# block 1

Block 1, I/O pins on the die edge:
Scale: 6 px per um. Pins as bars across the die edge, other pins in gray.
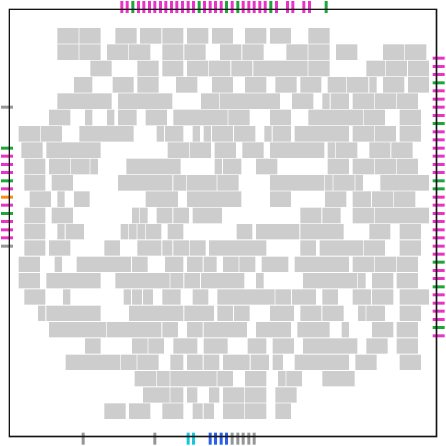
Block 1, metal layers overlaid:
Scale: 4 px per um. Two of the layers only.
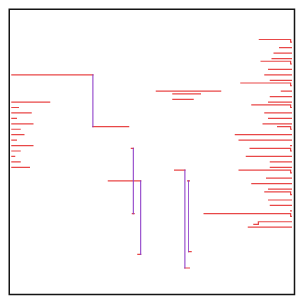
==> config.mk <==
export PLATFORM = sky130hd
export DESIGN_NAME = serializer_lane_scheduler_flat
export DESIGN_NICKNAME = d
export VERILOG_FILES = /design/src/rtl/serializer_lane_scheduler_if.sv /design/src/rtl/serializer_lane_scheduler.sv /design/src/flat_wrapper.sv
export SDC_FILE = /design/constraint.sdc
export NUM_CORES = 1
export LEC_CHECK = 0
export CORE_UTILIZATION = 34
export DETAILED_ROUTE_END_ITERATION = 7
export PLACE_DENSITY = 0.84
export SLEW_MARGIN = 20
export SYNTH_ARGS = -nofsm -noshare
export SYNTH_HDL_FRONTEND = slang
export SYNTH_SLANG_ARGS = --single-unit
export TNS_END_PERCENT = 50
==> constraint.sdc <==
create_clock -name clk -period 1.8 [get_ports clk]
set_clock_uncertainty 0.15 [all_clocks]
set_input_delay 0.18 -clock clk [delete_from_list [all_inputs] [get_ports clk]]
set_output_delay 0.18 -clock clk [all_outputs]
set_load 0.01 [all_outputs]
==> src/rtl/serializer_lane_scheduler_if.sv <==
// Lane scheduler bus: requester words in, one serializer word per slot out.
// master drives the requester side; slave is the scheduler itself.
interface serializer_lane_scheduler_if #(
   parameter int NREQ  = 4,
   parameter int WIDTH = 16
);
   localparam int SW = $clog2(NREQ);

   logic                  enable_i;
   logic [NREQ-1:0]       req_valid_i;
   logic [NREQ*WIDTH-1:0] req_data_i;
   logic [NREQ-1:0]       req_ready_o;
   logic [WIDTH-1:0]      word_o;
   logic                  word_load_o;
   logic [SW-1:0]         word_src_o;
   logic                  word_idle_o;
   logic                  busy_o;

   modport master (
      output enable_i, req_valid_i, req_data_i,
      input  req_ready_o, word_o, word_load_o,
      input  word_src_o, word_idle_o, busy_o
   );

   modport slave (
      input  enable_i, req_valid_i, req_data_i,
      output req_ready_o, word_o, word_load_o,
      output word_src_o, word_idle_o, busy_o
   );
endinterface

==> src/rtl/serializer_lane_scheduler.sv <==
// Round-robin word-slot scheduler feeding a WIDTH-to-1 serializer.
// SERIALIZER_SYNC_INSERT_EN adds a SYNC_WORD slot every SYNC_PERIOD slots.
module serializer_lane_scheduler #(
   parameter int NREQ = 4,
   parameter int WIDTH = 16,
   parameter logic [WIDTH-1:0] IDLE_WORD = '0
`ifdef SERIALIZER_SYNC_INSERT_EN
   ,
   parameter logic [WIDTH-1:0] SYNC_WORD = WIDTH'(16'hA5C3),
   parameter int SYNC_PERIOD = 64
`endif
) (
   input logic clk,
   input logic reset,
   serializer_lane_scheduler_if.slave lane
);
   localparam int SW = $clog2(NREQ);
   localparam int CW = $clog2(WIDTH);
   localparam logic [CW-1:0] CNT_LAST = CW'(WIDTH - 1);

   typedef enum logic {OFF, RUN} state_t;

   state_t           state;
   logic [CW-1:0]    cnt;
   logic [SW-1:0]    ptr;
   logic [WIDTH-1:0] word_q;
   logic             load_q;
   logic             idle_q;
   logic [SW-1:0]    src_q;

   logic             slot_end;
   logic             sync_due;
   logic             arb_en;
   logic             grant_found;
   logic [SW-1:0]    grant_idx;
   logic [NREQ-1:0]  ready;
   logic [WIDTH-1:0] grant_word;
   logic [WIDTH-1:0] sync_pat;

   assign slot_end = (state == RUN) && (cnt == CNT_LAST);
   assign arb_en   = slot_end && lane.enable_i && !sync_due;

`ifdef SERIALIZER_SYNC_INSERT_EN
   localparam int PW = (SYNC_PERIOD > 1) ? $clog2(SYNC_PERIOD) : 1;
   logic [PW-1:0] sync_cnt;

   assign sync_due = (sync_cnt == PW'(SYNC_PERIOD - 1));
   assign sync_pat = SYNC_WORD;

   always_ff @(posedge clk or posedge reset) begin
      if (reset) begin
         sync_cnt <= '0;
      end else if (state != RUN) begin
         sync_cnt <= '0;
      end else if (slot_end) begin
         if (!lane.enable_i || sync_due) sync_cnt <= '0;
         else sync_cnt <= sync_cnt + 1'b1;
      end
   end
`else
   assign sync_due = 1'b0;
   assign sync_pat = IDLE_WORD;
`endif

   // first valid requester after the last one served
   always_comb begin
      grant_found = 1'b0;
      grant_idx   = ptr;
      for (int i = 1; i <= NREQ; i++) begin
         if (!grant_found &&
             lane.req_valid_i[(int'(ptr) + i) % NREQ]) begin
            grant_found = 1'b1;
            grant_idx   = SW'((int'(ptr) + i) % NREQ);
         end
      end
   end

   always_comb begin
      ready = '0;
      if (arb_en && grant_found) ready[grant_idx] = 1'b1;
   end

   assign grant_word = lane.req_data_i[int'(grant_idx)*WIDTH +: WIDTH];

   // RUN is entered on a slot end so the first word loads one cycle later
   always_ff @(posedge clk or posedge reset) begin
      if (reset) begin
         state  <= OFF;
         cnt    <= '0;
         ptr    <= SW'(NREQ - 1);
         word_q <= IDLE_WORD;
         idle_q <= 1'b1;
         load_q <= 1'b0;
         src_q  <= '0;
      end else begin
         load_q <= slot_end;
         unique case (state)
            OFF: begin
               cnt <= '0;
               if (lane.enable_i) begin
                  state <= RUN;
                  cnt   <= CNT_LAST;
               end
            end
            RUN: begin
               cnt <= (cnt == CNT_LAST) ? '0 : cnt + 1'b1;
               if (slot_end) begin
                  if (!lane.enable_i) begin
                     word_q <= IDLE_WORD;
                     idle_q <= 1'b1;
                     state  <= OFF;
                     cnt    <= '0;
                  end else if (sync_due) begin
                     word_q <= sync_pat;
                     idle_q <= 1'b1;
                  end else if (grant_found) begin
                     word_q <= grant_word;
                     idle_q <= 1'b0;
                     src_q  <= grant_idx;
                     ptr    <= grant_idx;
                  end else begin
                     word_q <= IDLE_WORD;
                     idle_q <= 1'b1;
                  end
               end
            end
            default: state <= OFF;
         endcase
      end
   end

   assign lane.req_ready_o = ready;
   assign lane.word_o      = word_q;
   assign lane.word_load_o = load_q;
   assign lane.word_src_o  = src_q;
   assign lane.word_idle_o = idle_q;
   assign lane.busy_o      = (state == RUN);
endmodule

==> src/flat_wrapper.sv <==
// flat-port wrapper written by rule: the top's interface ports become plain ports
module serializer_lane_scheduler_flat 
#(
   parameter int NREQ = 4,
   parameter int WIDTH = 16,
   parameter logic [WIDTH-1:0] IDLE_WORD = '0

)
  (clk, reset, lane_enable_i, lane_req_valid_i, lane_req_data_i, lane_req_ready_o, lane_word_o, lane_word_load_o, lane_word_src_o, lane_word_idle_o, lane_busy_o);
  serializer_lane_scheduler_if #(.NREQ(NREQ), .WIDTH(WIDTH)) lane_i ();
  input logic clk;
  input logic reset;
  input wire logic [$bits(lane_i.enable_i)-1:0] lane_enable_i;
  input wire logic [$bits(lane_i.req_valid_i)-1:0] lane_req_valid_i;
  input wire logic [$bits(lane_i.req_data_i)-1:0] lane_req_data_i;
  output wire logic [$bits(lane_i.req_ready_o)-1:0] lane_req_ready_o;
  output wire logic [$bits(lane_i.word_o)-1:0] lane_word_o;
  output wire logic [$bits(lane_i.word_load_o)-1:0] lane_word_load_o;
  output wire logic [$bits(lane_i.word_src_o)-1:0] lane_word_src_o;
  output wire logic [$bits(lane_i.word_idle_o)-1:0] lane_word_idle_o;
  output wire logic [$bits(lane_i.busy_o)-1:0] lane_busy_o;
  assign lane_i.enable_i = lane_enable_i;
  assign lane_i.req_valid_i = lane_req_valid_i;
  assign lane_i.req_data_i = lane_req_data_i;
  assign lane_req_ready_o = lane_i.req_ready_o;
  assign lane_word_o = lane_i.word_o;
  assign lane_word_load_o = lane_i.word_load_o;
  assign lane_word_src_o = lane_i.word_src_o;
  assign lane_word_idle_o = lane_i.word_idle_o;
  assign lane_busy_o = lane_i.busy_o;
  serializer_lane_scheduler #(.NREQ(NREQ), .WIDTH(WIDTH), .IDLE_WORD(IDLE_WORD)) u_core (.clk(clk), .reset(reset), .lane(lane_i));
endmodule
==> results.json <==
{
  "simple_gate_share": 0.106,
  "wl_um": 5250,
  "crit_cells": 6,
  "slew-limit-headroom": 0.730,
  "power_mw": 3.94,
  "grt_pass1_vias": 1736,
  "max_freq_mhz": 464,
  "setup_ws_ns": -0.357,
  "status": "finished with violations",
  "syn_nets": 218,
  "critical_path_class": "reg -> out",
  "cts.path.max_buffers": 2,
  "drcViolationCount": 9,
  "die-width_um": 71.0,
  "violations": "DRC, setup timing",
  "layout-drive-gt1-share": 0.242,
  "setup_viol_count_final": 22,
  "powerClk_mw": 0.338,
  "post_cts_buffers": 8
}
Notes on 'I/O pins on the die edge' of block 1 above:
color	port	pins	direction	edge
green	lane_word_o	16	output	7 right, 6 top, 3 left
cyan	lane_word_src_o	2	output	bottom
orange	reset	1	input	left
blue	lane_req_ready_o	4	output	bottom
magenta	lane_req_data_i	64	input	28 top, 28 right, 8 left
all pins by edge	35 right, 34 top, 14 left, 13 bottom

Notes on 'metal layers overlaid' of block 1 above:
color	layer	wire length
red	metal 3	380 um
purple	metal 4	89.8 um

synthesized netlist by cell type, types with 3 or more instances:
| master | number | area share |
|---|---|---|
| o221ai_1 | 16 | 0.087 |
| nor2_1 | 5 | 0.012 |
| inv_1 | 3 | 0.0070 |
| a21oi_1 | 3 | 0.0093 |
| dfstp_2 | 3 | 0.049 |
| o21a_1 | 4 | 0.019 |
| nand2_1 | 21 | 0.049 |
| mux2i_1 | 33 | 0.20 |
| buf_6 | 3 | 0.021 |
| dfrtp_1 | 24 | 0.37 |
final cells by class:
class / instances / area (um^2)
Inverter: 5 / 18.8
Clock buffer: 4 / 45.0
Tap cell: 52 / 65.1
Multi-Input combinational cell: 104 / 895
Sequential cell: 27 / 679
Timing Repair Buffer: 129 / 1270
Fill cell: 352 / 1500
worst min-delay path, stage by stage:
cell             delay (ns)
clkdlybuf4s50_1        0.39
inv_1                  0.05
buf_4                  0.32
per-layer routing:
| layer | share of wire | vias to the layer above |
|---|---|---|
| met1 | 0.38 | 801 |
| met2 | 0.53 | 64 |
| met3 | 0.072 | 10 |
| li1 | - | 799 |
| met4 | 0.017 | 0 |
| met5 | 0 | - |

# block 2

Block 2, clock routing:
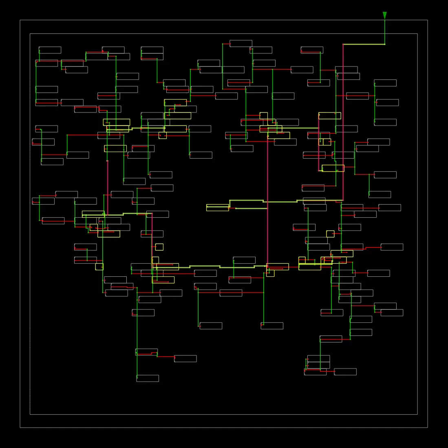
--- src/rtl/accel_host_loader.sv ---
// Host-side loader/sequencer: streams words into instruction/data memory, runs the
// accelerator with a timeout, and streams data memory back out with backpressure.
module accel_host_loader #(
  parameter int unsigned NUM_SIZE    = 16,
  parameter int unsigned BUFFER_LEN  = 32,
  parameter int unsigned INSTR_WIDTH = 32,
  parameter int unsigned INSTR_DEPTH = 64,
  parameter int unsigned S_WIDTH     = 32,
  parameter int unsigned TIMEOUT     = 4096,
  localparam int unsigned LEN_W =
      $clog2((INSTR_DEPTH > BUFFER_LEN) ? INSTR_DEPTH : BUFFER_LEN) + 1,
  localparam int unsigned IA_W  = $clog2(INSTR_DEPTH),
  localparam int unsigned DA_W  = $clog2(BUFFER_LEN)
) (
  input  logic                   clk,
  input  logic                   rst,
  input  logic                   cmd_valid,
  output logic                   cmd_ready,
  input  logic [1:0]             cmd_op,
  input  logic [LEN_W-1:0]       cmd_base,
  input  logic [LEN_W-1:0]       cmd_len,
  input  logic                   s_valid,
  output logic                   s_ready,
  input  logic [S_WIDTH-1:0]     s_data,
  output logic                   m_valid,
  input  logic                   m_ready,
  output logic [S_WIDTH-1:0]     m_data,
  output logic                   instr_we,
  output logic [IA_W-1:0]        instr_addr,
  output logic [INSTR_WIDTH-1:0] instr_wdata,
  output logic                   mem_we,
  output logic [DA_W-1:0]        mem_addr,
  output logic [NUM_SIZE-1:0]    mem_wdata,
  input  logic [NUM_SIZE-1:0]    mem_rdata,
  output logic                   acc_start,
  input  logic                   acc_done,
  output logic                   busy,
  output logic                   op_done,
  output logic                   err_len,
  output logic                   err_timeout,
  input  logic                   err_clr
);

  localparam int unsigned CNT_W = $clog2(TIMEOUT) + 1;
  localparam logic [1:0] OpLoadI = 2'd0;
  localparam logic [1:0] OpLoadD = 2'd1;
  localparam logic [1:0] OpRun   = 2'd2;
  localparam logic [LEN_W:0] IDepth = (LEN_W+1)'(INSTR_DEPTH);
  localparam logic [LEN_W:0] DDepth = (LEN_W+1)'(BUFFER_LEN);
  localparam logic [CNT_W-1:0] CntLast = CNT_W'(TIMEOUT - 1);

  typedef enum logic [2:0] {
    StIdle, StLoadI, StLoadD, StRun, StDumpRd, StDumpOut
  } state_e;

  state_e                 state_q, state_d;
  logic [LEN_W-1:0]       addr_q, addr_d, rem_q, rem_d;
  logic [CNT_W-1:0]       cnt_q, cnt_d;
  logic                   first_q, first_d;
  logic [S_WIDTH-1:0]     dump_q, dump_d;
  logic                   instr_we_q, instr_we_d;
  logic [IA_W-1:0]        instr_addr_q, instr_addr_d;
  logic [INSTR_WIDTH-1:0] instr_wdata_q, instr_wdata_d;
  logic                   mem_we_q, mem_we_d;
  logic [DA_W-1:0]        mem_addr_q, mem_addr_d;
  logic [NUM_SIZE-1:0]    mem_wdata_q, mem_wdata_d;
  logic                   acc_start_q, acc_start_d;
  logic                   op_done_q, op_done_d;
  logic                   err_len_q, err_len_d;
  logic                   err_timeout_q, err_timeout_d;

  logic [LEN_W:0]         end_addr;
  logic                   range_err;
  logic [LEN_W-1:0]       addr_inc;
  logic [S_WIDTH-1:0]     rdata_ext;

  assign end_addr  = {1'b0, cmd_base} + {1'b0, cmd_len};
  assign range_err = (cmd_op == OpLoadI) ? (end_addr > IDepth) : (end_addr > DDepth);
  assign addr_inc  = addr_q + LEN_W'(1);
  assign rdata_ext = S_WIDTH'($signed(mem_rdata));

  always_comb begin
    state_d       = state_q;
    addr_d        = addr_q;
    rem_d         = rem_q;
    cnt_d         = cnt_q;
    first_d       = 1'b0;
    dump_d        = dump_q;
    instr_we_d    = 1'b0;
    instr_addr_d  = instr_addr_q;
    instr_wdata_d = instr_wdata_q;
    mem_we_d      = 1'b0;
    mem_addr_d    = mem_addr_q;
    mem_wdata_d   = mem_wdata_q;
    acc_start_d   = 1'b0;
    op_done_d     = 1'b0;
    // Clear first, so a same-cycle error event below wins.
    err_len_d     = err_len_q & ~err_clr;
    err_timeout_d = err_timeout_q & ~err_clr;

    unique case (state_q)
      StIdle: begin
        if (cmd_valid) begin
          if (cmd_op == OpRun) begin
            state_d     = StRun;
            acc_start_d = 1'b1;
            cnt_d       = '0;
          end else if (range_err) begin
            err_len_d = 1'b1;
          end else if (cmd_len == '0) begin
            op_done_d = 1'b1;
          end else begin
            addr_d = cmd_base;
            rem_d  = cmd_len;
            case (cmd_op)
              OpLoadI: state_d = StLoadI;
              OpLoadD: state_d = StLoadD;
              default: begin
                state_d    = StDumpRd;
                mem_addr_d = cmd_base[DA_W-1:0];
              end
            endcase
          end
        end
      end

      StLoadI, StLoadD: begin
        if (s_valid) begin
          if (state_q == StLoadI) begin
            instr_we_d    = 1'b1;
            instr_addr_d  = addr_q[IA_W-1:0];
            instr_wdata_d = s_data[INSTR_WIDTH-1:0];
          end else begin
            mem_we_d    = 1'b1;
            mem_addr_d  = addr_q[DA_W-1:0];
            mem_wdata_d = s_data[NUM_SIZE-1:0];
          end
          addr_d = addr_inc;
          rem_d  = rem_q - LEN_W'(1);
          if (rem_q == LEN_W'(1)) begin
            state_d   = StIdle;
            op_done_d = 1'b1;
          end
        end
      end

      StRun: begin
        cnt_d = cnt_q + CNT_W'(1);
        // cnt_q == 0 is the acc_start cycle; done is not trusted there.
        if (acc_done && (cnt_q != '0)) begin
          state_d   = StIdle;
          op_done_d = 1'b1;
        end else if (cnt_q == CntLast) begin
          state_d       = StIdle;
          err_timeout_d = 1'b1;
        end
      end

      StDumpRd: begin
        state_d = StDumpOut;
        first_d = 1'b1;
      end

      StDumpOut: begin
        if (first_q) begin
          dump_d = rdata_ext;
        end
        if (m_ready) begin
          addr_d = addr_inc;
          rem_d  = rem_q - LEN_W'(1);
          if (rem_q == LEN_W'(1)) begin
            state_d   = StIdle;
            op_done_d = 1'b1;
          end else begin
            state_d    = StDumpRd;
            mem_addr_d = addr_inc[DA_W-1:0];
          end
        end
      end

      default: state_d = StIdle;
    endcase
  end

  always_ff @(posedge clk or posedge rst) begin
    if (rst) begin
      state_q       <= StIdle;
      addr_q        <= '0;
      rem_q         <= '0;
      cnt_q         <= '0;
      first_q       <= 1'b0;
      dump_q        <= '0;
      instr_we_q    <= 1'b0;
      instr_addr_q  <= '0;
      instr_wdata_q <= '0;
      mem_we_q      <= 1'b0;
      mem_addr_q    <= '0;
      mem_wdata_q   <= '0;
      acc_start_q   <= 1'b0;
      op_done_q     <= 1'b0;
      err_len_q     <= 1'b0;
      err_timeout_q <= 1'b0;
    end else begin
      state_q       <= state_d;
      addr_q        <= addr_d;
      rem_q         <= rem_d;
      cnt_q         <= cnt_d;
      first_q       <= first_d;
      dump_q        <= dump_d;
      instr_we_q    <= instr_we_d;
      instr_addr_q  <= instr_addr_d;
      instr_wdata_q <= instr_wdata_d;
      mem_we_q      <= mem_we_d;
      mem_addr_q    <= mem_addr_d;
      mem_wdata_q   <= mem_wdata_d;
      acc_start_q   <= acc_start_d;
      op_done_q     <= op_done_d;
      err_len_q     <= err_len_d;
      err_timeout_q <= err_timeout_d;
    end
  end

  assign cmd_ready   = (state_q == StIdle);
  assign busy        = (state_q != StIdle);
  assign s_ready     = (state_q == StLoadI) || (state_q == StLoadD);
  assign m_valid     = (state_q == StDumpOut);
  // Read data is only guaranteed in the first output cycle; afterwards replay the capture.
  assign m_data      = first_q ? rdata_ext : dump_q;
  assign instr_we    = instr_we_q;
  assign instr_addr  = instr_addr_q;
  assign instr_wdata = instr_wdata_q;
  assign mem_we      = mem_we_q;
  assign mem_addr    = mem_addr_q;
  assign mem_wdata   = mem_wdata_q;
  assign acc_start   = acc_start_q;
  assign op_done     = op_done_q;
  assign err_len     = err_len_q;
  assign err_timeout = err_timeout_q;

endmodule
--- config.mk ---
export PLATFORM = sky130hd
export DESIGN_NAME = accel_host_loader
export DESIGN_NICKNAME = d
export VERILOG_FILES = /design/src/rtl/accel_host_loader.sv
export SDC_FILE = /design/constraint.sdc
export NUM_CORES = 1
export LEC_CHECK = 0
export ABC_AREA = 0
export CAP_MARGIN = 25
export CORE_MARGIN = 4
export CORE_UTILIZATION = 25
export CTS_BUF_LIST = sky130_fd_sc_hd__clkbuf_16
export DETAILED_ROUTE_END_ITERATION = 8
export GPL_ROUTABILITY_DRIVEN = 0
export PLACE_DENSITY_LB_ADDON = 0.12
export SYNTH_ARGS = -nofsm -noshare
export SYNTH_HDL_FRONTEND = slang
export SYNTH_SLANG_ARGS = --single-unit
--- constraint.sdc ---
create_clock -name clk -period 3.8 [get_ports clk]
set_input_delay 0.76 -clock clk [delete_from_list [all_inputs] [get_ports clk]]
set_output_delay 0.76 -clock clk [all_outputs]
set_load 0.03 [all_outputs]
==> results.json <==
{
  "status": "complete, no violations",
  "power_mw": 8.02,
  "r2r_cells": 9,
  "vias_per_cell": 4.57,
  "grt_pass1_vias": 5226,
  "r2r_start": "state_q[0]$_DFFE_PP0P_",
  "area_leaders": "dfrtp_1 (49%), mux2_2 (18%), ha_1 (3.3%), o21ai_0 (2.9%), inv_1 (2.3%)",
  "min_path_cells": 1,
  "worstPathCellList": "clkdlybuf4s50_1 > ha_1 > inv_1 > fa_1 > nand2b_1 > a2111o_1 > o211ai_2 > o31ai_2 > o211a_4 > o21ai_4 > mux2_4",
  "dp.cells": 1058,
  "flop_cell": "dfrtp_1",
  "diodes": 0,
  "dieArea_mm2": 0.0285,
  "crit_cells": 11,
  "leakagePower_nw": 3.90,
  "cts_resized": 0
}
Notes on 'clock routing' of block 2 above:
Worst Clk Skew: 0.00888 ns
# clk buffers: 17

[cell type report]
class / count / area [um^2]
clock buffer: 17 / 425
clock inverter: 15 / 163
fill: 2487 / 16100
inverter: 40 / 154
multi-input combinational: 375 / 3000
sequential: 127 / 3180
tap: 330 / 413
timing repair buffer: 186 / 1850
[metal layers]
layer  wire length, um  vias up  share of wire  GRT usage
met2              9080      127           0.49      0.216
li1                  -     2384              -          -
met5                 0        -              0          0
met4               212        0          0.011     0.0395
met3               862       14          0.047     0.0315
met1              8340     2455           0.45      0.171
[kinds of logic after synthesis]
group,Yosys count,synth area share
AOI/OAI and AO/OA,110,0.115
muxes,111,0.195
buffers and inverters,67,0.0453
xor gates and xnor gates,15,0.0203
DFF,127,0.491
and+or+nand+nor,121,0.0977
adders and majority gates,18,0.0360
[where the power goes]
group | internal, mW | leakage [nW] | switching (mW) | total [mW]
Clock | 0.974 | 0.286 | 0.650 | 1.62
Sequential | 1.89 | 1.55 | 0.375 | 2.27
Combinational | 1.84 | 2.07 | 2.29 | 4.13

# block 3

Block 3, metal 4:
Scale: 1 px per um.
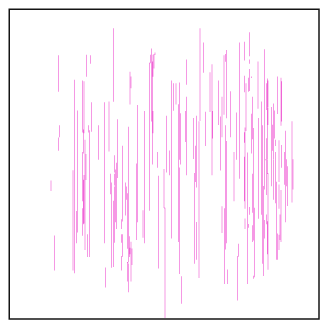
Block 3, clock routing:
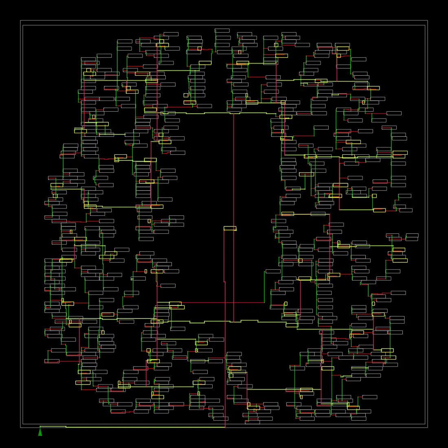
## src/rtl/riscv_crypto_sha256_pkg.sv

```systemverilog
// rtl/riscv_crypto_sha256_pkg.sv - shared SHA-256 schedule types, sizes and rotate amounts
package riscv_crypto_sha256_pkg;

    typedef enum logic {
        LOAD = 1'b0,
        EMIT = 1'b1
    } state_t;

    localparam int unsigned SHA256_WORDS  = 16;
    localparam int unsigned SHA256_ROUNDS = 64;

    localparam int unsigned SIG0_ROR_A = 7;
    localparam int unsigned SIG0_ROR_B = 18;
    localparam int unsigned SIG0_SHR   = 3;
    localparam int unsigned SIG1_ROR_A = 17;
    localparam int unsigned SIG1_ROR_B = 19;
    localparam int unsigned SIG1_SHR   = 10;

    function automatic logic [31:0] ror32(input logic [31:0] x, input int unsigned n);
        return (x >> n) | (x << (32 - n));
    endfunction

endpackage

```

## src/rtl/riscv_crypto_sha256_msched_if.sv

```systemverilog
// rtl/riscv_crypto_sha256_msched_if.sv - message-word input and schedule-word output streams
interface riscv_crypto_sha256_msched_if;

    logic        in_valid;
    logic [31:0] in_data;
    logic        in_ready;
    logic        out_valid;
    logic [31:0] out_data;
    logic [5:0]  out_idx;
    logic        out_last;
    logic        out_ready;

    modport master (
        output in_valid, in_data, out_ready,
        input  in_ready, out_valid, out_data, out_idx, out_last
    );

    modport slave (
        input  in_valid, in_data, out_ready,
        output in_ready, out_valid, out_data, out_idx, out_last
    );

endinterface

```

## src/rtl/riscv_crypto_sha256_sigma.sv

```systemverilog
// rtl/riscv_crypto_sha256_sigma.sv - SHA-256 small sigma functions sig0/sig1
module riscv_crypto_sha256_sigma
    import riscv_crypto_sha256_pkg::*;
(
    input  logic [31:0] i_x0,
    input  logic [31:0] i_x1,
    output logic [31:0] o_sig0,
    output logic [31:0] o_sig1
);

    assign o_sig0 = ror32(i_x0, SIG0_ROR_A) ^ ror32(i_x0, SIG0_ROR_B) ^ (i_x0 >> SIG0_SHR);
    assign o_sig1 = ror32(i_x1, SIG1_ROR_A) ^ ror32(i_x1, SIG1_ROR_B) ^ (i_x1 >> SIG1_SHR);

endmodule

```

## src/rtl/riscv_crypto_sha256_msched.sv

```systemverilog
// rtl/riscv_crypto_sha256_msched.sv - SHA-256 message schedule: loads M[0..15], streams W[0..63]
module riscv_crypto_sha256_msched
    import riscv_crypto_sha256_pkg::*;
(
    input  logic                        g_clk,
    input  logic                        g_resetn,
    input  logic                        flush,
    riscv_crypto_sha256_msched_if.slave bus
);

    state_t      r_state;
    logic [5:0]  r_t;
    logic [31:0] r_buf [SHA256_WORDS];

    logic [3:0]  w_i0;
    logic [3:0]  w_im2;
    logic [3:0]  w_im7;
    logic [3:0]  w_im15;
    logic [31:0] w_sig0;
    logic [31:0] w_sig1;
    logic [31:0] w_next;
    logic        w_expand;
    logic        w_load_hs;
    logic        w_emit_hs;
    logic        w_buf_we;
    logic [31:0] w_buf_wd;

    // Circular-buffer taps for W[t-16], W[t-2], W[t-7], W[t-15]; wrap is free in 4 bits.
    assign w_i0   = r_t[3:0];
    assign w_im2  = r_t[3:0] - 4'd2;
    assign w_im7  = r_t[3:0] - 4'd7;
    assign w_im15 = r_t[3:0] - 4'd15;

    riscv_crypto_sha256_sigma u_sigma (
        .i_x0   (r_buf[w_im15]),
        .i_x1   (r_buf[w_im2]),
        .o_sig0 (w_sig0),
        .o_sig1 (w_sig1)
    );

    assign w_next   = w_sig1 + r_buf[w_im7] + w_sig0 + r_buf[w_i0];
    assign w_expand = (r_t[5:4] != 2'b00);

    assign bus.in_ready  = (r_state == LOAD);
    assign bus.out_valid = (r_state == EMIT);
    assign bus.out_idx   = r_t;
    assign bus.out_last  = (r_state == EMIT) && (r_t == 6'(SHA256_ROUNDS - 1));
    assign bus.out_data  = w_expand ? w_next : r_buf[w_i0];

    assign w_load_hs = (r_state == LOAD) && bus.in_valid;
    assign w_emit_hs = (r_state == EMIT) && bus.out_ready;
    assign w_buf_we  = !flush && (w_load_hs || (w_emit_hs && w_expand));
    assign w_buf_wd  = (r_state == LOAD) ? bus.in_data : w_next;

    // Buffer is deliberately unreset flops: four simultaneous read ports rule out a RAM.
    always_ff @(posedge g_clk) begin
        if (w_buf_we) begin
            r_buf[w_i0] <= w_buf_wd;
        end
    end

    always_ff @(posedge g_clk or negedge g_resetn) begin
        if (!g_resetn) begin
            r_state <= LOAD;
            r_t     <= 6'd0;
        end else if (flush) begin
            r_state <= LOAD;
            r_t     <= 6'd0;
        end else begin
            case (r_state)
                LOAD: begin
                    if (bus.in_valid) begin
                        if (r_t == 6'(SHA256_WORDS - 1)) begin
                            r_state <= EMIT;
                            r_t     <= 6'd0;
                        end else begin
                            r_t     <= r_t + 6'd1;
                        end
                    end
                end
                EMIT: begin
                    if (bus.out_ready) begin
                        if (r_t == 6'(SHA256_ROUNDS - 1)) begin
                            r_state <= LOAD;
                            r_t     <= 6'd0;
                        end else begin
                            r_t     <= r_t + 6'd1;
                        end
                    end
                end
                default: begin
                    r_state <= LOAD;
                    r_t     <= 6'd0;
                end
            endcase
        end
    end

endmodule

```

## src/flat_wrapper.sv

```systemverilog
// flat-port wrapper written by rule: the top's interface ports become plain ports
module riscv_crypto_sha256_msched_flat import riscv_crypto_sha256_pkg::*;
  (g_clk, g_resetn, flush, bus_in_valid, bus_in_data, bus_out_ready, bus_in_ready, bus_out_valid, bus_out_data, bus_out_idx, bus_out_last);
  riscv_crypto_sha256_msched_if bus_i ();
  input  logic g_clk;
  input  logic g_resetn;
  input  logic flush;
  input wire logic [$bits(bus_i.in_valid)-1:0] bus_in_valid;
  input wire logic [$bits(bus_i.in_data)-1:0] bus_in_data;
  input wire logic [$bits(bus_i.out_ready)-1:0] bus_out_ready;
  output wire logic [$bits(bus_i.in_ready)-1:0] bus_in_ready;
  output wire logic [$bits(bus_i.out_valid)-1:0] bus_out_valid;
  output wire logic [$bits(bus_i.out_data)-1:0] bus_out_data;
  output wire logic [$bits(bus_i.out_idx)-1:0] bus_out_idx;
  output wire logic [$bits(bus_i.out_last)-1:0] bus_out_last;
  assign bus_i.in_valid = bus_in_valid;
  assign bus_i.in_data = bus_in_data;
  assign bus_i.out_ready = bus_out_ready;
  assign bus_in_ready = bus_i.in_ready;
  assign bus_out_valid = bus_i.out_valid;
  assign bus_out_data = bus_i.out_data;
  assign bus_out_idx = bus_i.out_idx;
  assign bus_out_last = bus_i.out_last;
  riscv_crypto_sha256_msched u_core (.g_clk(g_clk), .g_resetn(g_resetn), .flush(flush), .bus(bus_i));
endmodule
```

## config.mk

```make
export PLATFORM = sky130hd
export DESIGN_NAME = riscv_crypto_sha256_msched_flat
export DESIGN_NICKNAME = d
export VERILOG_FILES = /design/src/rtl/riscv_crypto_sha256_pkg.sv /design/src/rtl/riscv_crypto_sha256_msched_if.sv /design/src/rtl/riscv_crypto_sha256_sigma.sv /design/src/rtl/riscv_crypto_sha256_msched.sv /design/src/flat_wrapper.sv
export SDC_FILE = /design/constraint.sdc
export NUM_CORES = 1
export LEC_CHECK = 0
export ABC_AREA = 0
export ABC_CLOCK_PERIOD_IN_PS = 9450
export CAP_MARGIN = 15
export CORE_MARGIN = 1.5
export CORE_UTILIZATION = 35
export DETAILED_ROUTE_END_ITERATION = 7
export GPL_TIMING_DRIVEN = 0
export PLACE_DENSITY = 0.5
export SYNTH_ARGS = -nofsm -noshare
export SYNTH_HDL_FRONTEND = slang
export SYNTH_SLANG_ARGS = --single-unit
```

## constraint.sdc

```tcl
create_clock -name g_clk -period 9.45 [get_ports g_clk]
set_input_delay 1.89 -clock g_clk [delete_from_list [all_inputs] [get_ports g_clk]]
set_output_delay 1.89 -clock g_clk [all_outputs]
set_load 0.005 [all_outputs]
```

==> results.json <==
{
  "status": "finished with violations",
  "violations": "setup timing",
  "synth_chip_area_mm2": 0.0326,
  "syn_nets": 1910,
  "logic_gate_count": 1086,
  "numPortBuffers": 77,
  "preCtsSetupSlack_ns": -4.71,
  "setup_viol_count_final": 1,
  "ctsHoldBuffers": 0,
  "worstHoldEndpoint": "u_core.bus.out_idx[5]$_DFFE_PN0P_",
  "grt_antenna_before_repair": 4,
  "seq_area_frac": 0.383,
  "post-route-util": 0.441,
  "ys_ff": 519,
  "setup_ws_ns": -0.00963,
  "cts.path.max_buffers": 3,
  "met1Wirelength_um": 54900,
  "post_cts_buffers": 78,
  "placed_area_mm2": 0.0362,
  "warning_count": 32,
  "area_leaders": "edfxtp_1 (47%), mux4_2 (35%), fa_1 (3.8%), xnor2_1 (3.2%), ha_1 (1.4%)",
  "top_area_cell": "edfxtp_1",
  "top_usage_layer": "met2",
  "gr-usage-met2": 0.483,
  "postSynth.asyncResetShare": 0.0135,
  "simple_gate_share": 0.0233,
  "clock_area_frac": 0.0503,
  "yosysTopAreaCellShare": 0.471,
  "ff_count": 519,
  "final_common_cell": "edfxtp_1",
  "synthMuxAreaShare": 0.354,
  "synth-edff-count": 512,
  "io_pins": 78,
  "gp_congestion": 0.990
}
Notes on 'metal 4' of block 3 above:
main direction	vertical
share of all routed wire	5.8%

Notes on 'clock routing' of block 3 above:
cts bufs inserted: 59
# clk buffers: 68
Clock Sinks: 519
Worst Clk Skew: 0.0286 ns

[worst max-delay path: stages (launching register included)]
cell       delay, ns
dfrtp_2         0.40
buf_12          0.13
buf_12          0.12
buf_12          0.12
clkinv_8        0.05
ha_4            0.36
buf_12          0.19
buf_16          0.15
mux4_2          0.54
mux4_2          0.57
buf_6           0.17
buf_4           0.13
xnor2_1         0.13
xnor2_1         0.32
fa_1            0.50
fa_1            0.46
ha_1            0.40
inv_1           0.22
nor4_2          0.37
nand3_1         0.19
a211oi_4        0.31
nor4_4          0.07
nor3_2          0.23
a2111oi_4       0.10
xnor2_2         0.19
a21oi_4         0.29
buf_2           0.17
[synth_stat cells, drive strengths merged (3+ instances only)]
cell and n:
and3 6, nand2 80, o21bai 3, a211oi 8
nand2b 5, edfxtp 512, dfrtp 7, xor2 26
or2 5, nor4 3, inv 41, a21o 11
fa 62, clkbuf 34, nor3 8, buf 94
o31ai 4, o21a 4, xnor2 121, o21ai 71
nor2 35, nand4 3, mux2 5, nor2b 8
a21oi 30, mux4 509, ha 37, a31oi 7
and2 3, nand3 11
[state kept, by name (all words and copies together) (netlist names)]
register / cells
u_core.bus.out_idx: 6
u_core.r_buf: 512
u_core.bus.out_valid: 1

No activity file was given, so power comes from the tool's default toggle rates.
